==================== design 1
==> design_1/floorplan.png <==
Bar = 20 µm. Pins as bars on the die edge. Tap cells in gray.
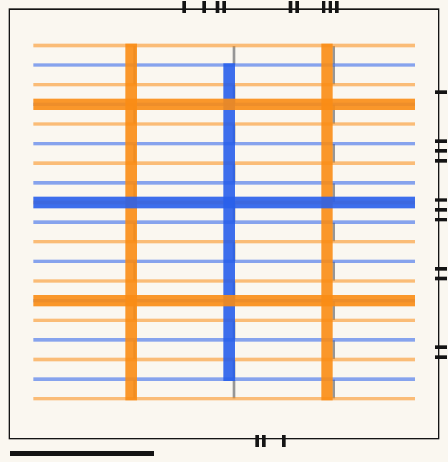

**config.mk**
```make
export PLATFORM = sky130hd
export DESIGN_NAME = led_seq_responder
export DESIGN_NICKNAME = d
export VERILOG_FILES = /design/src/rtl/led_seq_responder.sv
export SDC_FILE = /design/constraint.sdc
export NUM_CORES = 1
export LEC_CHECK = 0
export CAP_MARGIN = 5
export CORE_MARGIN = 3
export CORE_UTILIZATION = 46
export CTS_CLUSTER_SIZE = 10
export DETAILED_ROUTE_END_ITERATION = 16
export PLACE_DENSITY = 0.8
export SYNTH_ARGS = -nofsm -noshare
export SYNTH_HDL_FRONTEND = slang
export SYNTH_SLANG_ARGS = --single-unit
```
**constraint.sdc**
```tcl
create_clock -name clk -period 1.8 [get_ports clk]
set_input_delay 0.27 -clock clk [delete_from_list [all_inputs] [get_ports clk]]
set_output_delay 0.27 -clock clk [all_outputs]
set_load 0.02 [all_outputs]
```
**src/rtl/led_seq_responder.sv**
```systemverilog
// Begin/over responder: plays one LED pattern frame-by-frame on the step clock
// and flags the final frame so the mode sequencer can advance.
//
// state | meaning
// IDLE  | dark, waiting for enabler & st_begin
// RUN   | displaying frame r_k of pass r_p
// DONE  | pattern finished, dark until st_begin drops
module led_seq_responder #(
    parameter int WIDTH        = 18,
    parameter int PATTERN      = 0,
    parameter int REPEAT       = 1,
    parameter int BLINK_CYCLES = 4
) (
    input  logic             clk,
    input  logic             async_rs,
    input  logic             enabler,
    input  logic             st_begin,
    output logic [WIDTH-1:0] out,
    output logic             st_over
);

    localparam int N    = (PATTERN == 2) ? 2 * BLINK_CYCLES :
                          (PATTERN == 3) ? WIDTH / 2 : WIDTH;
    localparam int MAXN = (WIDTH > 2 * BLINK_CYCLES) ? WIDTH : 2 * BLINK_CYCLES;
    localparam int KW   = $clog2(MAXN) + 1;
    localparam int PW   = $clog2(REPEAT) + 1;

    localparam logic [KW-1:0] K_LAST = KW'(N - 1);
    localparam logic [PW-1:0] P_LAST = PW'(REPEAT - 1);

    localparam logic [1:0] IDLE = 2'd0;
    localparam logic [1:0] RUN  = 2'd1;
    localparam logic [1:0] DONE = 2'd2;

    logic [1:0]       r_state;
    logic [KW-1:0]    r_k;
    logic [PW-1:0]    r_p;
    logic [WIDTH-1:0] r_out;
    logic             r_over;

    logic [1:0]       w_state_nxt;
    logic [KW-1:0]    w_k_nxt;
    logic [PW-1:0]    w_p_nxt;
    logic [WIDTH-1:0] w_out_nxt;
    logic             w_over_nxt;
    logic             w_wrap;
    logic [KW-1:0]    w_k_adv;
    logic [PW-1:0]    w_p_adv;

    function automatic logic [WIDTH-1:0] frame(input logic [KW-1:0] k);
        logic [WIDTH-1:0] f;
        f = '0;
        if (PATTERN == 2) begin
            f = k[0] ? '0 : '1;
        end else begin
            for (int i = 0; i < WIDTH; i++) begin
                if (PATTERN == 1)
                    f[i] = (i >= WIDTH - 1 - int'(k));
                else if (PATTERN == 3)
                    f[i] = (i <= int'(k)) || (i >= WIDTH - 1 - int'(k));
                else
                    f[i] = (i <= int'(k));
            end
        end
        return f;
    endfunction

    assign w_wrap  = (r_k == K_LAST);
    assign w_k_adv = w_wrap ? '0 : r_k + KW'(1);
    assign w_p_adv = w_wrap ? r_p + PW'(1) : r_p;

    // Outputs are computed for the frame being entered so out/st_over stay registered.
    always_comb begin
        w_state_nxt = r_state;
        w_k_nxt     = r_k;
        w_p_nxt     = r_p;
        w_out_nxt   = '0;
        w_over_nxt  = 1'b0;
        if (!enabler) begin
            w_state_nxt = IDLE;
            w_k_nxt     = '0;
            w_p_nxt     = '0;
        end else begin
            case (r_state)
                IDLE: begin
                    if (st_begin) begin
                        w_state_nxt = RUN;
                        w_k_nxt     = '0;
                        w_p_nxt     = '0;
                        w_out_nxt   = frame('0);
                        w_over_nxt  = (K_LAST == '0) && (P_LAST == '0);
                    end
                end
                RUN: begin
                    if (!st_begin || r_over) begin
                        w_state_nxt = st_begin ? DONE : IDLE;
                        w_k_nxt     = '0;
                        w_p_nxt     = '0;
                    end else begin
                        w_k_nxt    = w_k_adv;
                        w_p_nxt    = w_p_adv;
                        w_out_nxt  = frame(w_k_adv);
                        w_over_nxt = (w_k_adv == K_LAST) && (w_p_adv == P_LAST);
                    end
                end
                DONE: begin
                    if (!st_begin)
                        w_state_nxt = IDLE;
                end
                default: begin
                    w_state_nxt = IDLE;
                    w_k_nxt     = '0;
                    w_p_nxt     = '0;
                end
            endcase
        end
    end

    always_ff @(posedge clk or negedge async_rs) begin
        if (!async_rs) begin
            r_state <= IDLE;
            r_k     <= '0;
            r_p     <= '0;
            r_out   <= '0;
            r_over  <= 1'b0;
        end else begin
            r_state <= w_state_nxt;
            r_k     <= w_k_nxt;
            r_p     <= w_p_nxt;
            r_out   <= w_out_nxt;
            r_over  <= w_over_nxt;
        end
    end

    assign out     = r_out;
    assign st_over = r_over;

endmodule

```
==================== design 2
### src/rtl/mem_port_pkg.sv
// Shared constants and state encoding for the memory port master.
package mem_port_pkg;

  localparam int LEN_W = 4;

  localparam logic [5:0] OP_STORE = 6'b010110;
  localparam logic [5:0] OP_NOP   = 6'b000000;

  typedef enum logic [2:0] {
    ST_IDLE,
    ST_WRITE,
    ST_READ,
    ST_DRAIN,
    ST_DONE
  } state_e;

endpackage

### src/rtl/mem_port_if.sv
// Request, store-data, load-data and memory pin bundle for the memory port master.
interface mem_port_if #(
  parameter int ADDRESS_WIDTH = 5
);
  import mem_port_pkg::*;

  logic                   req_valid;
  logic                   req_ready;
  logic                   req_write;
  logic [ADDRESS_WIDTH:0] req_addr;
  logic [LEN_W-1:0]       req_len;

  logic                   wdata_valid;
  logic                   wdata_ready;
  logic [31:0]            wdata;

  logic                   rdata_valid;
  logic                   rdata_ready;
  logic [31:0]            rdata;
  logic                   rdata_last;

  logic                   done;
  logic                   err;

  logic [5:0]             mem_opcode;
  logic [ADDRESS_WIDTH:0] mem_addr;
  logic [31:0]            mem_datain;
  logic [31:0]            mem_dataout;

  modport master (
    input  req_valid, req_write, req_addr, req_len,
    input  wdata_valid, wdata, rdata_ready, mem_dataout,
    output req_ready, wdata_ready, rdata_valid, rdata, rdata_last,
    output done, err, mem_opcode, mem_addr, mem_datain
  );

  modport slave (
    output req_valid, req_write, req_addr, req_len,
    output wdata_valid, wdata, rdata_ready, mem_dataout,
    input  req_ready, wdata_ready, rdata_valid, rdata, rdata_last,
    input  done, err, mem_opcode, mem_addr, mem_datain
  );

endinterface

### src/rtl/mem_port_rd_slot.sv
// One-entry load output register: holds a beat until the consumer takes it.
module mem_port_rd_slot (
  input  logic        clk,
  input  logic        rst,
  input  logic        capture_i,
  input  logic [31:0] cap_data_i,
  input  logic        cap_last_i,
  input  logic        rdata_ready_i,
  output logic [31:0] rdata_o,
  output logic        rdata_valid_o,
  output logic        rdata_last_o,
  output logic        slot_free_o
);

  logic [31:0] rdata_q;
  logic        valid_q;
  logic        last_q;

  // A new beat may enter in the same cycle the held one leaves.
  assign slot_free_o = !valid_q || rdata_ready_i;

  always_ff @(posedge clk) begin
    if (rst) begin
      rdata_q <= '0;
      valid_q <= 1'b0;
      last_q  <= 1'b0;
    end else if (capture_i) begin
      rdata_q <= cap_data_i;
      valid_q <= 1'b1;
      last_q  <= cap_last_i;
    end else if (valid_q && rdata_ready_i) begin
      valid_q <= 1'b0;
      last_q  <= 1'b0;
    end
  end

  assign rdata_o       = rdata_q;
  assign rdata_valid_o = valid_q;
  assign rdata_last_o  = last_q;

endmodule

### src/rtl/mem_port_master.sv
// Load/store initiator between the datapath and the single-port data memory.
// state    | meaning
// IDLE     | ready for a request
// WRITE    | issuing store beats as wdata arrives
// READ     | issuing load beats into the output slot
// DRAIN    | waiting for the consumer to take the last load beat
// DONE     | one-cycle done/err pulse
module mem_port_master
  import mem_port_pkg::*;
#(
  parameter int unsigned SIZE          = 32,
  parameter int          ADDRESS_WIDTH = 5
) (
  input  logic      clk,
  input  logic      rst,
  mem_port_if.master bus
);

  localparam int REM_W = LEN_W + 1;

  state_e                 state_q, state_d;
  logic [ADDRESS_WIDTH:0] cur_addr_q, cur_addr_d;
  logic [REM_W-1:0]       remaining_q, remaining_d;
  logic                   err_acc_q, err_acc_d;

  logic                   in_range;
  logic                   capture;
  logic                   cap_last;
  logic                   slot_free;
  logic                   rdata_valid;
  logic [31:0]            cap_data;

  logic                   req_ready;
  logic                   wdata_ready;
  logic                   done;
  logic                   err;
  logic [5:0]             mem_opcode;
  logic [ADDRESS_WIDTH:0] mem_addr;
  logic [31:0]            mem_datain;

  assign in_range = (32'(cur_addr_q) < SIZE);
  assign cap_data = in_range ? bus.mem_dataout : 32'd0;

  always_ff @(posedge clk) begin
    if (rst) begin
      state_q     <= ST_IDLE;
      cur_addr_q  <= '0;
      remaining_q <= '0;
      err_acc_q   <= 1'b0;
    end else begin
      state_q     <= state_d;
      cur_addr_q  <= cur_addr_d;
      remaining_q <= remaining_d;
      err_acc_q   <= err_acc_d;
    end
  end

  always_comb begin
    state_d     = state_q;
    cur_addr_d  = cur_addr_q;
    remaining_d = remaining_q;
    err_acc_d   = err_acc_q;
    capture     = 1'b0;
    cap_last    = 1'b0;
    req_ready   = 1'b0;
    wdata_ready = 1'b0;
    done        = 1'b0;
    err         = 1'b0;
    mem_opcode  = OP_NOP;
    mem_addr    = '0;
    mem_datain  = '0;

    unique case (state_q)
      ST_IDLE: begin
        req_ready = 1'b1;
        if (bus.req_valid) begin
          cur_addr_d  = bus.req_addr;
          remaining_d = (bus.req_len == '0) ? REM_W'(16) : {1'b0, bus.req_len};
          err_acc_d   = 1'b0;
          state_d     = bus.req_write ? ST_WRITE : ST_READ;
        end
      end
      ST_WRITE: begin
        wdata_ready = 1'b1;
        if (bus.wdata_valid) begin
          mem_addr   = cur_addr_q;
          mem_datain = bus.wdata;
          if (in_range) mem_opcode = OP_STORE;
          else          err_acc_d  = 1'b1;
          cur_addr_d  = cur_addr_q + 1'b1;
          remaining_d = remaining_q - 1'b1;
          if (remaining_q == REM_W'(1)) state_d = ST_DONE;
        end
      end
      ST_READ: begin
        mem_addr = cur_addr_q;
        if (slot_free) begin
          capture  = 1'b1;
          cap_last = (remaining_q == REM_W'(1));
          if (!in_range) err_acc_d = 1'b1;
          cur_addr_d  = cur_addr_q + 1'b1;
          remaining_d = remaining_q - 1'b1;
          if (remaining_q == REM_W'(1)) state_d = ST_DRAIN;
        end
      end
      ST_DRAIN: begin
        if (rdata_valid && bus.rdata_ready) state_d = ST_DONE;
      end
      ST_DONE: begin
        done    = 1'b1;
        err     = err_acc_q;
        state_d = ST_IDLE;
      end
      default: state_d = ST_IDLE;
    endcase

    // Nothing may reach the memory or the done port while reset is held.
    if (rst) begin
      mem_opcode = OP_NOP;
      done       = 1'b0;
      err        = 1'b0;
    end
  end

  mem_port_rd_slot u_rd_slot (
    .clk          (clk),
    .rst          (rst),
    .capture_i    (capture),
    .cap_data_i   (cap_data),
    .cap_last_i   (cap_last),
    .rdata_ready_i(bus.rdata_ready),
    .rdata_o      (bus.rdata),
    .rdata_valid_o(rdata_valid),
    .rdata_last_o (bus.rdata_last),
    .slot_free_o  (slot_free)
  );

  assign bus.rdata_valid = rdata_valid;
  assign bus.req_ready   = req_ready;
  assign bus.wdata_ready = wdata_ready;
  assign bus.done        = done;
  assign bus.err         = err;
  assign bus.mem_opcode  = mem_opcode;
  assign bus.mem_addr    = mem_addr;
  assign bus.mem_datain  = mem_datain;

endmodule

### src/flat_wrapper.sv
// flat-port wrapper written by rule: the top's interface ports become plain ports
module mem_port_master_flat import mem_port_pkg::*;
#(
  parameter int unsigned SIZE          = 32,
  parameter int          ADDRESS_WIDTH = 5
)
  (clk, rst, bus_req_valid, bus_req_write, bus_req_addr, bus_req_len, bus_wdata_valid, bus_wdata, bus_rdata_ready, bus_mem_dataout, bus_req_ready, bus_wdata_ready, bus_rdata_valid, bus_rdata, bus_rdata_last, bus_done, bus_err, bus_mem_opcode, bus_mem_addr, bus_mem_datain);
  mem_port_if #(.ADDRESS_WIDTH(ADDRESS_WIDTH)) bus_i ();
  input  logic clk;
  input  logic rst;
  input wire logic [$bits(bus_i.req_valid)-1:0] bus_req_valid;
  input wire logic [$bits(bus_i.req_write)-1:0] bus_req_write;
  input wire logic [$bits(bus_i.req_addr)-1:0] bus_req_addr;
  input wire logic [$bits(bus_i.req_len)-1:0] bus_req_len;
  input wire logic [$bits(bus_i.wdata_valid)-1:0] bus_wdata_valid;
  input wire logic [$bits(bus_i.wdata)-1:0] bus_wdata;
  input wire logic [$bits(bus_i.rdata_ready)-1:0] bus_rdata_ready;
  input wire logic [$bits(bus_i.mem_dataout)-1:0] bus_mem_dataout;
  output wire logic [$bits(bus_i.req_ready)-1:0] bus_req_ready;
  output wire logic [$bits(bus_i.wdata_ready)-1:0] bus_wdata_ready;
  output wire logic [$bits(bus_i.rdata_valid)-1:0] bus_rdata_valid;
  output wire logic [$bits(bus_i.rdata)-1:0] bus_rdata;
  output wire logic [$bits(bus_i.rdata_last)-1:0] bus_rdata_last;
  output wire logic [$bits(bus_i.done)-1:0] bus_done;
  output wire logic [$bits(bus_i.err)-1:0] bus_err;
  output wire logic [$bits(bus_i.mem_opcode)-1:0] bus_mem_opcode;
  output wire logic [$bits(bus_i.mem_addr)-1:0] bus_mem_addr;
  output wire logic [$bits(bus_i.mem_datain)-1:0] bus_mem_datain;
  assign bus_i.req_valid = bus_req_valid;
  assign bus_i.req_write = bus_req_write;
  assign bus_i.req_addr = bus_req_addr;
  assign bus_i.req_len = bus_req_len;
  assign bus_i.wdata_valid = bus_wdata_valid;
  assign bus_i.wdata = bus_wdata;
  assign bus_i.rdata_ready = bus_rdata_ready;
  assign bus_i.mem_dataout = bus_mem_dataout;
  assign bus_req_ready = bus_i.req_ready;
  assign bus_wdata_ready = bus_i.wdata_ready;
  assign bus_rdata_valid = bus_i.rdata_valid;
  assign bus_rdata = bus_i.rdata;
  assign bus_rdata_last = bus_i.rdata_last;
  assign bus_done = bus_i.done;
  assign bus_err = bus_i.err;
  assign bus_mem_opcode = bus_i.mem_opcode;
  assign bus_mem_addr = bus_i.mem_addr;
  assign bus_mem_datain = bus_i.mem_datain;
  mem_port_master #(.SIZE(SIZE), .ADDRESS_WIDTH(ADDRESS_WIDTH)) u_core (.clk(clk), .rst(rst), .bus(bus_i));
endmodule
### config.mk
export PLATFORM = sky130hd
export DESIGN_NAME = mem_port_master_flat
export DESIGN_NICKNAME = d
export VERILOG_FILES = /design/src/rtl/mem_port_pkg.sv /design/src/rtl/mem_port_if.sv /design/src/rtl/mem_port_rd_slot.sv /design/src/rtl/mem_port_master.sv /design/src/flat_wrapper.sv
export SDC_FILE = /design/constraint.sdc
export NUM_CORES = 1
export LEC_CHECK = 0
export CORE_MARGIN = 2
export CORE_UTILIZATION = 39
export DETAILED_ROUTE_END_ITERATION = 16
export GPL_TIMING_DRIVEN = 0
export PLACE_DENSITY = 0.89
export SYNTH_ARGS = -nofsm -noshare
export SYNTH_HDL_FRONTEND = slang
export SYNTH_SLANG_ARGS = --single-unit
### constraint.sdc
create_clock -name clk -period 5.2 [get_ports clk]
set_clock_uncertainty 0.05 [all_clocks]
set_input_delay 1.04 -clock clk [delete_from_list [all_inputs] [get_ports clk]]
set_output_delay 1.04 -clock clk [all_outputs]
set_load 0.01 [all_outputs]
==================== design 3
## config.mk

```make
export PLATFORM = sky130hd
export DESIGN_NAME = mult_arbiter
export DESIGN_NICKNAME = d
export VERILOG_FILES = /design/src/rtl/mult_arbiter.sv
export SDC_FILE = /design/constraint.sdc
export NUM_CORES = 1
export LEC_CHECK = 0
export ABC_AREA = 1
export CAP_MARGIN = 10
export CORE_AREA = 2 2 307 309
export CTS_CLUSTER_SIZE = 8
export DETAILED_ROUTE_END_ITERATION = 8
export DIE_AREA = 0 0 309 311
export PLACE_DENSITY_LB_ADDON = 0.25
export SLEW_MARGIN = 20
export SYNTH_ARGS = -nofsm -noshare
export SYNTH_HDL_FRONTEND = slang
export SYNTH_SLANG_ARGS = --single-unit
```

## constraint.sdc

```tcl
create_clock -name clock -period 3.8 [get_ports clock]
set_input_delay 1.14 -clock clock [delete_from_list [all_inputs] [get_ports clock]]
set_output_delay 1.14 -clock clock [all_outputs]
set_load 0.005 [all_outputs]
```

## src/rtl/mult_arbiter.sv

```systemverilog
// Round-robin arbiter sharing one external multiplier among NUM_REQ requesters.
// Define MULT_ARB_ZERO_BYPASS_EN to answer zero-operand requests directly with product 0.
module mult_arbiter #(
  parameter int unsigned NUM_REQ = 4,
  parameter int unsigned XLEN    = 64
) (
  input  logic                    clock,
  input  logic                    reset,
  input  logic [NUM_REQ-1:0]      req_valid,
  input  logic [NUM_REQ*XLEN-1:0] req_mcand,
  input  logic [NUM_REQ*XLEN-1:0] req_mplier,
  output logic [NUM_REQ-1:0]      req_ready,
  output logic [NUM_REQ-1:0]      resp_valid,
  input  logic [NUM_REQ-1:0]      resp_ready,
  output logic [XLEN-1:0]         resp_product,
  output logic                    mult_start,
  output logic [XLEN-1:0]         mult_mcand,
  output logic [XLEN-1:0]         mult_mplier,
  input  logic                    mult_done,
  input  logic [XLEN-1:0]         mult_product
);

  localparam int unsigned IDW = (NUM_REQ > 1) ? $clog2(NUM_REQ) : 1;

  typedef enum logic [1:0] {
    IDLE,
    ISSUE,
    WAIT,
    RESP
  } state_t;

  state_t          state;
  state_t          state_nxt;
  logic [IDW-1:0]  last_grant;
  logic [IDW-1:0]  id;
  logic [IDW-1:0]  sel;
  logic [IDW-1:0]  cand_idx;
  logic            sel_found;
  int unsigned     cand;
  logic [XLEN-1:0] sel_mcand;
  logic [XLEN-1:0] sel_mplier;
  logic [XLEN-1:0] mcand_q;
  logic [XLEN-1:0] mplier_q;
  logic [XLEN-1:0] product_q;
  logic            zero_op;

  // Search starts just after the last completed grant and wraps around.
  always_comb begin
    sel       = '0;
    sel_found = 1'b0;
    cand      = 0;
    cand_idx  = '0;
    for (int unsigned k = 1; k <= NUM_REQ; k++) begin
      cand     = (32'(last_grant) + k) % NUM_REQ;
      cand_idx = IDW'(cand);
      if (!sel_found && req_valid[cand_idx]) begin
        sel       = cand_idx;
        sel_found = 1'b1;
      end
    end
  end

  always_comb begin
    sel_mcand  = '0;
    sel_mplier = '0;
    for (int unsigned i = 0; i < NUM_REQ; i++) begin
      if (sel == IDW'(i)) begin
        sel_mcand  = req_mcand[i*XLEN +: XLEN];
        sel_mplier = req_mplier[i*XLEN +: XLEN];
      end
    end
  end

`ifdef MULT_ARB_ZERO_BYPASS_EN
  assign zero_op = (sel_mcand == '0) || (sel_mplier == '0);
`else
  assign zero_op = 1'b0;
`endif

  // Next state; mult_done is deliberately not looked at in ISSUE since it may be stale.
  always_comb begin
    state_nxt = state;
    case (state)
      IDLE:    if (sel_found) state_nxt = zero_op ? RESP : ISSUE;
      ISSUE:   state_nxt = WAIT;
      WAIT:    if (mult_done) state_nxt = RESP;
      RESP:    if (resp_ready[id]) state_nxt = IDLE;
      default: state_nxt = IDLE;
    endcase
  end

  always_ff @(posedge clock or negedge reset) begin
    if (!reset) begin
      state      <= IDLE;
      last_grant <= IDW'(NUM_REQ - 1);
      id         <= '0;
      mcand_q    <= '0;
      mplier_q   <= '0;
      product_q  <= '0;
    end else begin
      state <= state_nxt;
      case (state)
        IDLE: begin
          if (sel_found) begin
            id       <= sel;
            mcand_q  <= sel_mcand;
            mplier_q <= sel_mplier;
            if (zero_op) product_q <= '0;
          end
        end
        WAIT:    if (mult_done) product_q <= mult_product;
        RESP:    if (resp_ready[id]) last_grant <= id;
        default: ;
      endcase
    end
  end

  // req_ready is combinational, so it is masked by reset to keep it low while reset is held.
  always_comb begin
    req_ready = '0;
    if (reset && (state == IDLE) && sel_found) req_ready[sel] = 1'b1;
  end

  always_comb begin
    resp_valid = '0;
    if (state == RESP) resp_valid[id] = 1'b1;
  end

  assign resp_product = product_q;
  assign mult_start   = (state == ISSUE);
  assign mult_mcand   = mcand_q;
  assign mult_mplier  = mplier_q;

endmodule

```


==> notes/layouts.md <==
Pictures saved along the way, in no particular order.

Signal wires by layer.
Only two layers are drawn.
Plate I
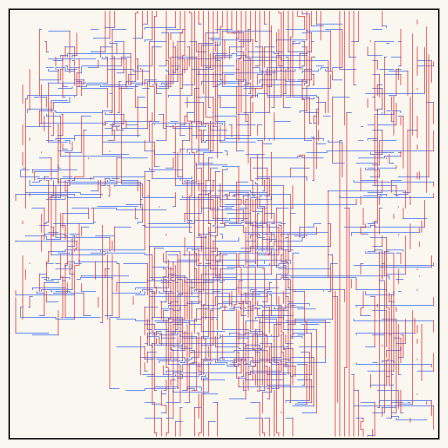
Plate II
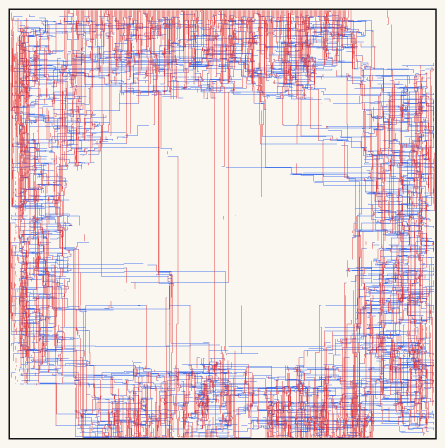
Plate III
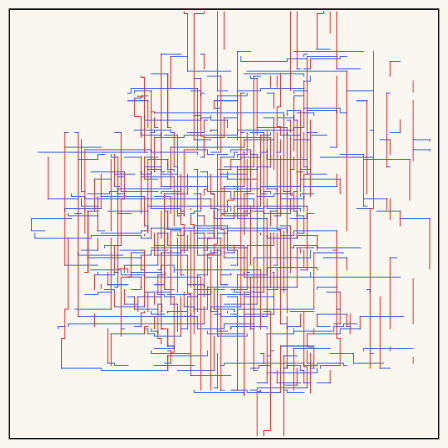
design 2 -> Plate I
design 3 -> Plate II
design 1 -> Plate III

Key to Plate I:
| color | layer | wire length |
|---|---|---|
| blue | M1 | 3250 µm |
| red | M2 | 4380 µm |

==> design_1/congestion_map.png <==
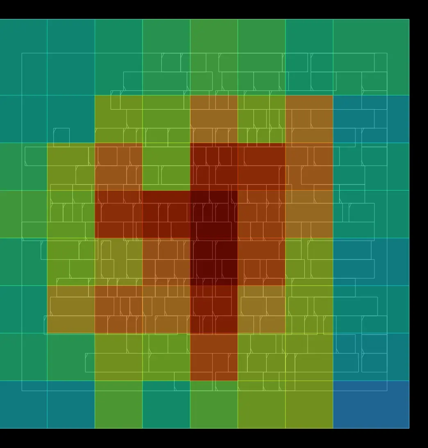
met2 capacity usage during global routing: 33.5%
busiest layer in global routing: met2
final core utilization: 70.5%
GR Layer Usage met1: 26.4%

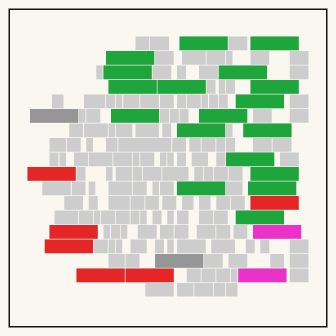
(design_1/ff_map.png)
Other sequential cells in the stronger gray, the rest of the logic in the fainter gray.
| color | signal | sequential cells |
|---|---|---|
| red | r_k | 6 |
| green | out | 18 |
| magenta | r_state | 2 |
sequential cell area: 701 µm²
power in sequential cells: 0.636 mW
sequential share of cell area: 38.4%

About design_1/floorplan.png:
| color | net |
|---|---|
| blue | VDD |
| orange | VSS |
met1 rails: 19
tap cells: 30
signal pins: 23
met4 straps: 3
met5 straps: 3
highest ir drop seen on vdd: 381 µV
horizontal die dimension: 59.3 µm
chip height: 59.3 µm

==> out/summary.rpt, design 1 <==
RUN STATUS
---------------------------------------------------------------
Result of the run ................................ finished, violations left
Failing checks ................................... setup timing

LOGIC SYNTHESIS
---------------------------------------------------------------
Area fraction in and, or, nand and nor cells .....        18.6%
Cell with the most instances after synthesis ..... sky130_fd_sc_hd__dfrtp_1
Logic family by area ............................. AND-OR/OR-AND gates
Synthesis area per yosys .........................     1310 µm²
Mux area share ...................................       0.766%

CRITICAL PATH
---------------------------------------------------------------
Crit path launch .................................       r_k[1]
Longest individual stage delay on the worst path .      0.42 ns
Buffer and inverter count on the worst path ......            2

STA
---------------------------------------------------------------
Final worst-path setup slack .....................    -0.170 ns
Final hold slack .................................     0.298 ns
Finish-stage setup viols .........................           18

PWR
---------------------------------------------------------------
Power share of the sequential group ..............        62.6%
Largest power group ..............................    registers

GRT
---------------------------------------------------------------
Final global-route overflow total ................            0

DIE
---------------------------------------------------------------
Site Rows ........................................           18
Fp_density .......................................        50.5%

PLACED DESIGN
---------------------------------------------------------------
Placed inst area .................................     1720 µm²

LAYOUT
---------------------------------------------------------------
Layout cell share with drive strength beyond 1 ...        28.3%

design 1: registers in the layout, summed over array words and instances, names as in the netlist:
register and flops:
r_state 2, r_k 6, r_p 1, st_over 1, out 18
design 1: worst paths after layout:
check,end,cells past startpoint
worst max-delay path,out[3],7
worst min-delay path,st_over,2
worst max register to register,out[3],7
worst min register to register,r_state[0],1
max in group asynchronous,r_p,2
min in group clk,r_state[1],2
design 1: metrics by stage:
step / total power [mW] / util [%]
after floorplan: 0.670 / -
after global placement: 0.712 / 66.5
after detailed placement: 0.714 / 66.5
after CTS: 1.01 / 69.4
after global routing: 1.05 / 70.5
final: 1.02 / 70.5
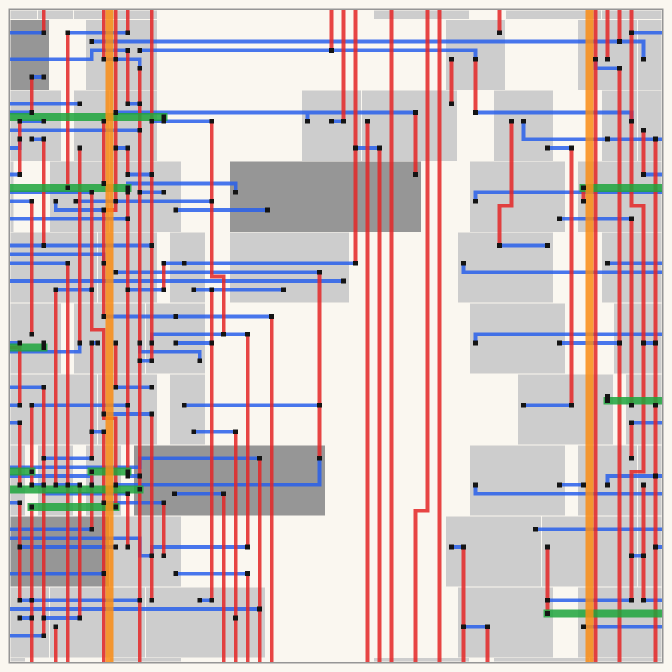
(design_2/closeup.png)
Window x 50 to 75, y 8 to 33 µm. Cells in gray, sequential cells in the stronger gray; small squares are vias.
| color | layer |
|---|---|
| green | M3 |
| orange | M4 |
| blue | M1 |
| red | M2 |
most frequent: clkdlybuf4s50_1 (15), and2_1 (8), dfxtp_1 (3)
sequential cells in the window: 3
netlist names of flops here include: u_core.remaining_q (2), u_core.err_acc_q (1)
cells with their middle in the window: 45

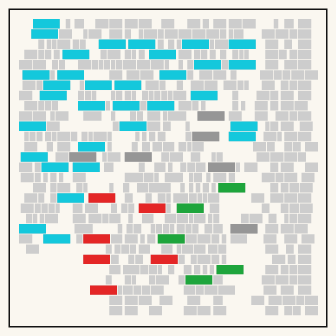
(design_2/ff_map.png)
Other sequential cells in the stronger gray, the rest of the logic in the fainter gray.
| color | signal | sequential cells |
|---|---|---|
| red | u_core.cur_addr_q | 6 |
| green | u_core.remaining_q | 5 |
| cyan | u_core.u_rd_slot.rdata_o | 32 |
sequential share of cell area: 23.0%
sequential cell area: 981 µm²

==> out/summary.rpt, design 2 <==
RUN STATUS
------------------------------------------------------------------------------
Result of the run ............................................... complete, no violations

LAYOUT
------------------------------------------------------------------------------
Area grow syn2layout ............................................        71.3%
Most common cell after layout, fill and taps aside .............. sky130_fd_sc_hd__clkdlybuf4s50_1
Antenna diode count .............................................            0

LOGIC SYNTHESIS
------------------------------------------------------------------------------
Area fraction in xor and xnor cells .............................       0.654%
Mux area share ..................................................       0.452%
Proportion of netlist area held by the largest area contributor .        39.4%

CRITICAL PATH
------------------------------------------------------------------------------
Largest delay share family, worst path .......................... buffers and inverters
Kind of start point of the critical path ........................   input port
Worst-path maximum fanout .......................................            8
Worst reg-to-reg setup slack ....................................      3.19 ns

GRT
------------------------------------------------------------------------------
Wire length of the first global-routing pass ....................     13400 µm

DIE
------------------------------------------------------------------------------
Core Area .......................................................     6280 µm²
Chip height .....................................................      83.9 µm

MIN PATH
------------------------------------------------------------------------------
Hold path startpoint ............................................ u_core.u_rd_slot.rdata_o[21]

STA
------------------------------------------------------------------------------
Setup repair after global routing missed its margin .............           no

CLOCKING
------------------------------------------------------------------------------
Count of cells resized by post-cts repair .......................            0

ROUTING
------------------------------------------------------------------------------
Total length of routed met3 wires ...............................       692 µm

PLACED DESIGN
------------------------------------------------------------------------------
Placed Cells incl. Taps .........................................          561

==> design 2: layout make-up <==
cell class / instances / share of cell area (%)
repair buffers: 158 / 37.1
multi-input cells: 238 / 31.5
flip-flops and latches: 49 / 23.0
plain buffers: 32 / 3.46
well taps: 77 / 2.26
clock buffers: 5 / 1.61
inverters: 7 / 0.616
clock inverters: 3 / 0.499
==> design 2: power by group <==
| part | internal [mW] | switching [mW] | total (mW) |
|---|---|---|---|
| combinational | 0.312 | 0.334 | 0.646 |
| sequential | 0.443 | 0.0472 | 0.490 |
| clock | 0.0958 | 0.138 | 0.234 |
| total | 0.851 | 0.518 | 1.37 |
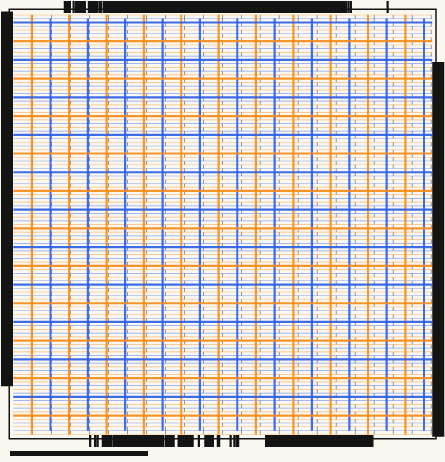
(design_3/floorplan.png)
Bar = 100 µm. Pins as bars on the die edge. Tap cells in gray.
| color | net |
|---|---|
| orange | VSS |
| blue | VDD |
met4 straps: 22
met1 rails: 113
Core Area: 92800 µm²
chip height: 311 µm
horizontal die dimension: 309 µm
highest ir drop seen on vdd: 756 µV

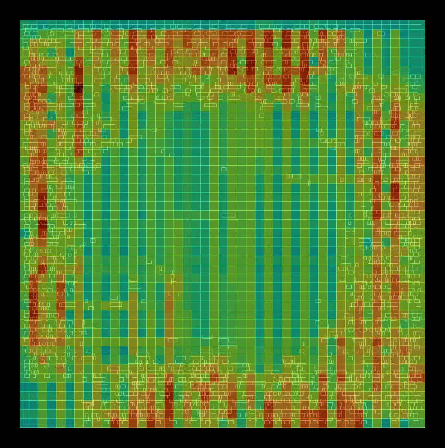
(design_3/congestion_map.png)
met3 layer usage reported by global route: 5.14%
final core utilization: 23.7%
wire length per cell: 19.9 µm
busiest layer in global routing: met2
met2 capacity usage during global routing: 25.9%

==> out/summary.rpt, design 3 <==
RUN STATUS
------------------------------------------------------------------------------
Result of the run ............................................... complete, no violations

CRITICAL PATH
------------------------------------------------------------------------------
Worst reg-to-reg setup slack ....................................      0.64 ns
Arrival time worst endpoint .....................................      2.55 ns
Cell with the most instances on the worst path .................. sky130_fd_sc_hd__nand2_1
Start-to-end type of the worst setup path ....................... input port to primary output
Largest delay share family, worst path .......................... simple AND/OR/NAND/NOR gates

LOGIC SYNTHESIS
------------------------------------------------------------------------------
Cells in synth_stat.txt .........................................         1609
Most instantiated cells after synthesis ......................... sky130_fd_sc_hd__nand2_1 (523), sky130_fd_sc_hd__nand3_1 (303), sky130_fd_sc_hd__dfrtp_1 (196)
Synthesized-area fraction occupied by ao, oa, aoi and oai cells .        4.11%
Area fraction in and, or, nand and nor cells ....................        39.4%

STA
------------------------------------------------------------------------------
Final period utilization ........................................        97.2%
Final worst-path setup slack ....................................     0.106 ns
Post-route setup TNS ............................................         0 ns
Final hold slack ................................................     0.483 ns

GRT
------------------------------------------------------------------------------
Final global-route overflow total ...............................            0

ROUTING
------------------------------------------------------------------------------
DR WL met2 ......................................................     36800 µm
Total length of routed met3 wires ...............................      6090 µm

LAYOUT
------------------------------------------------------------------------------
Top cell class by occupied area ................................. non-clock buffers

PLACED DESIGN
------------------------------------------------------------------------------
Placed inst area ................................................    21200 µm²

MIN PATH
------------------------------------------------------------------------------
Hold path startpoint ............................................ mult_mcand[2]

CLOCKING
------------------------------------------------------------------------------
Total of hold buffers inserted after clock tree synthesis .......            0

## design 3: power groups by stage
stage | clock network, mW | logic (mW) | registers [mW]
finish | 2.03 | 13.9 | 3.77
global route | 2.23 | 15.2 | 3.90
CTS | 2.17 | 14.2 | 3.78
detailed placement | 0 | 14.0 | 3.80
global placement | 0 | 14.1 | 3.78
floorplan | 0 | 7.20 | 3.80
## design 3: tightest hold or removal path: cells and delay by family, from the launching register on
kind,cells,cell delay [ns]
flops,1,0.35
simple gates,2,0.11

Power figures rest on the tool's default switching activity, not on a simulated workload.
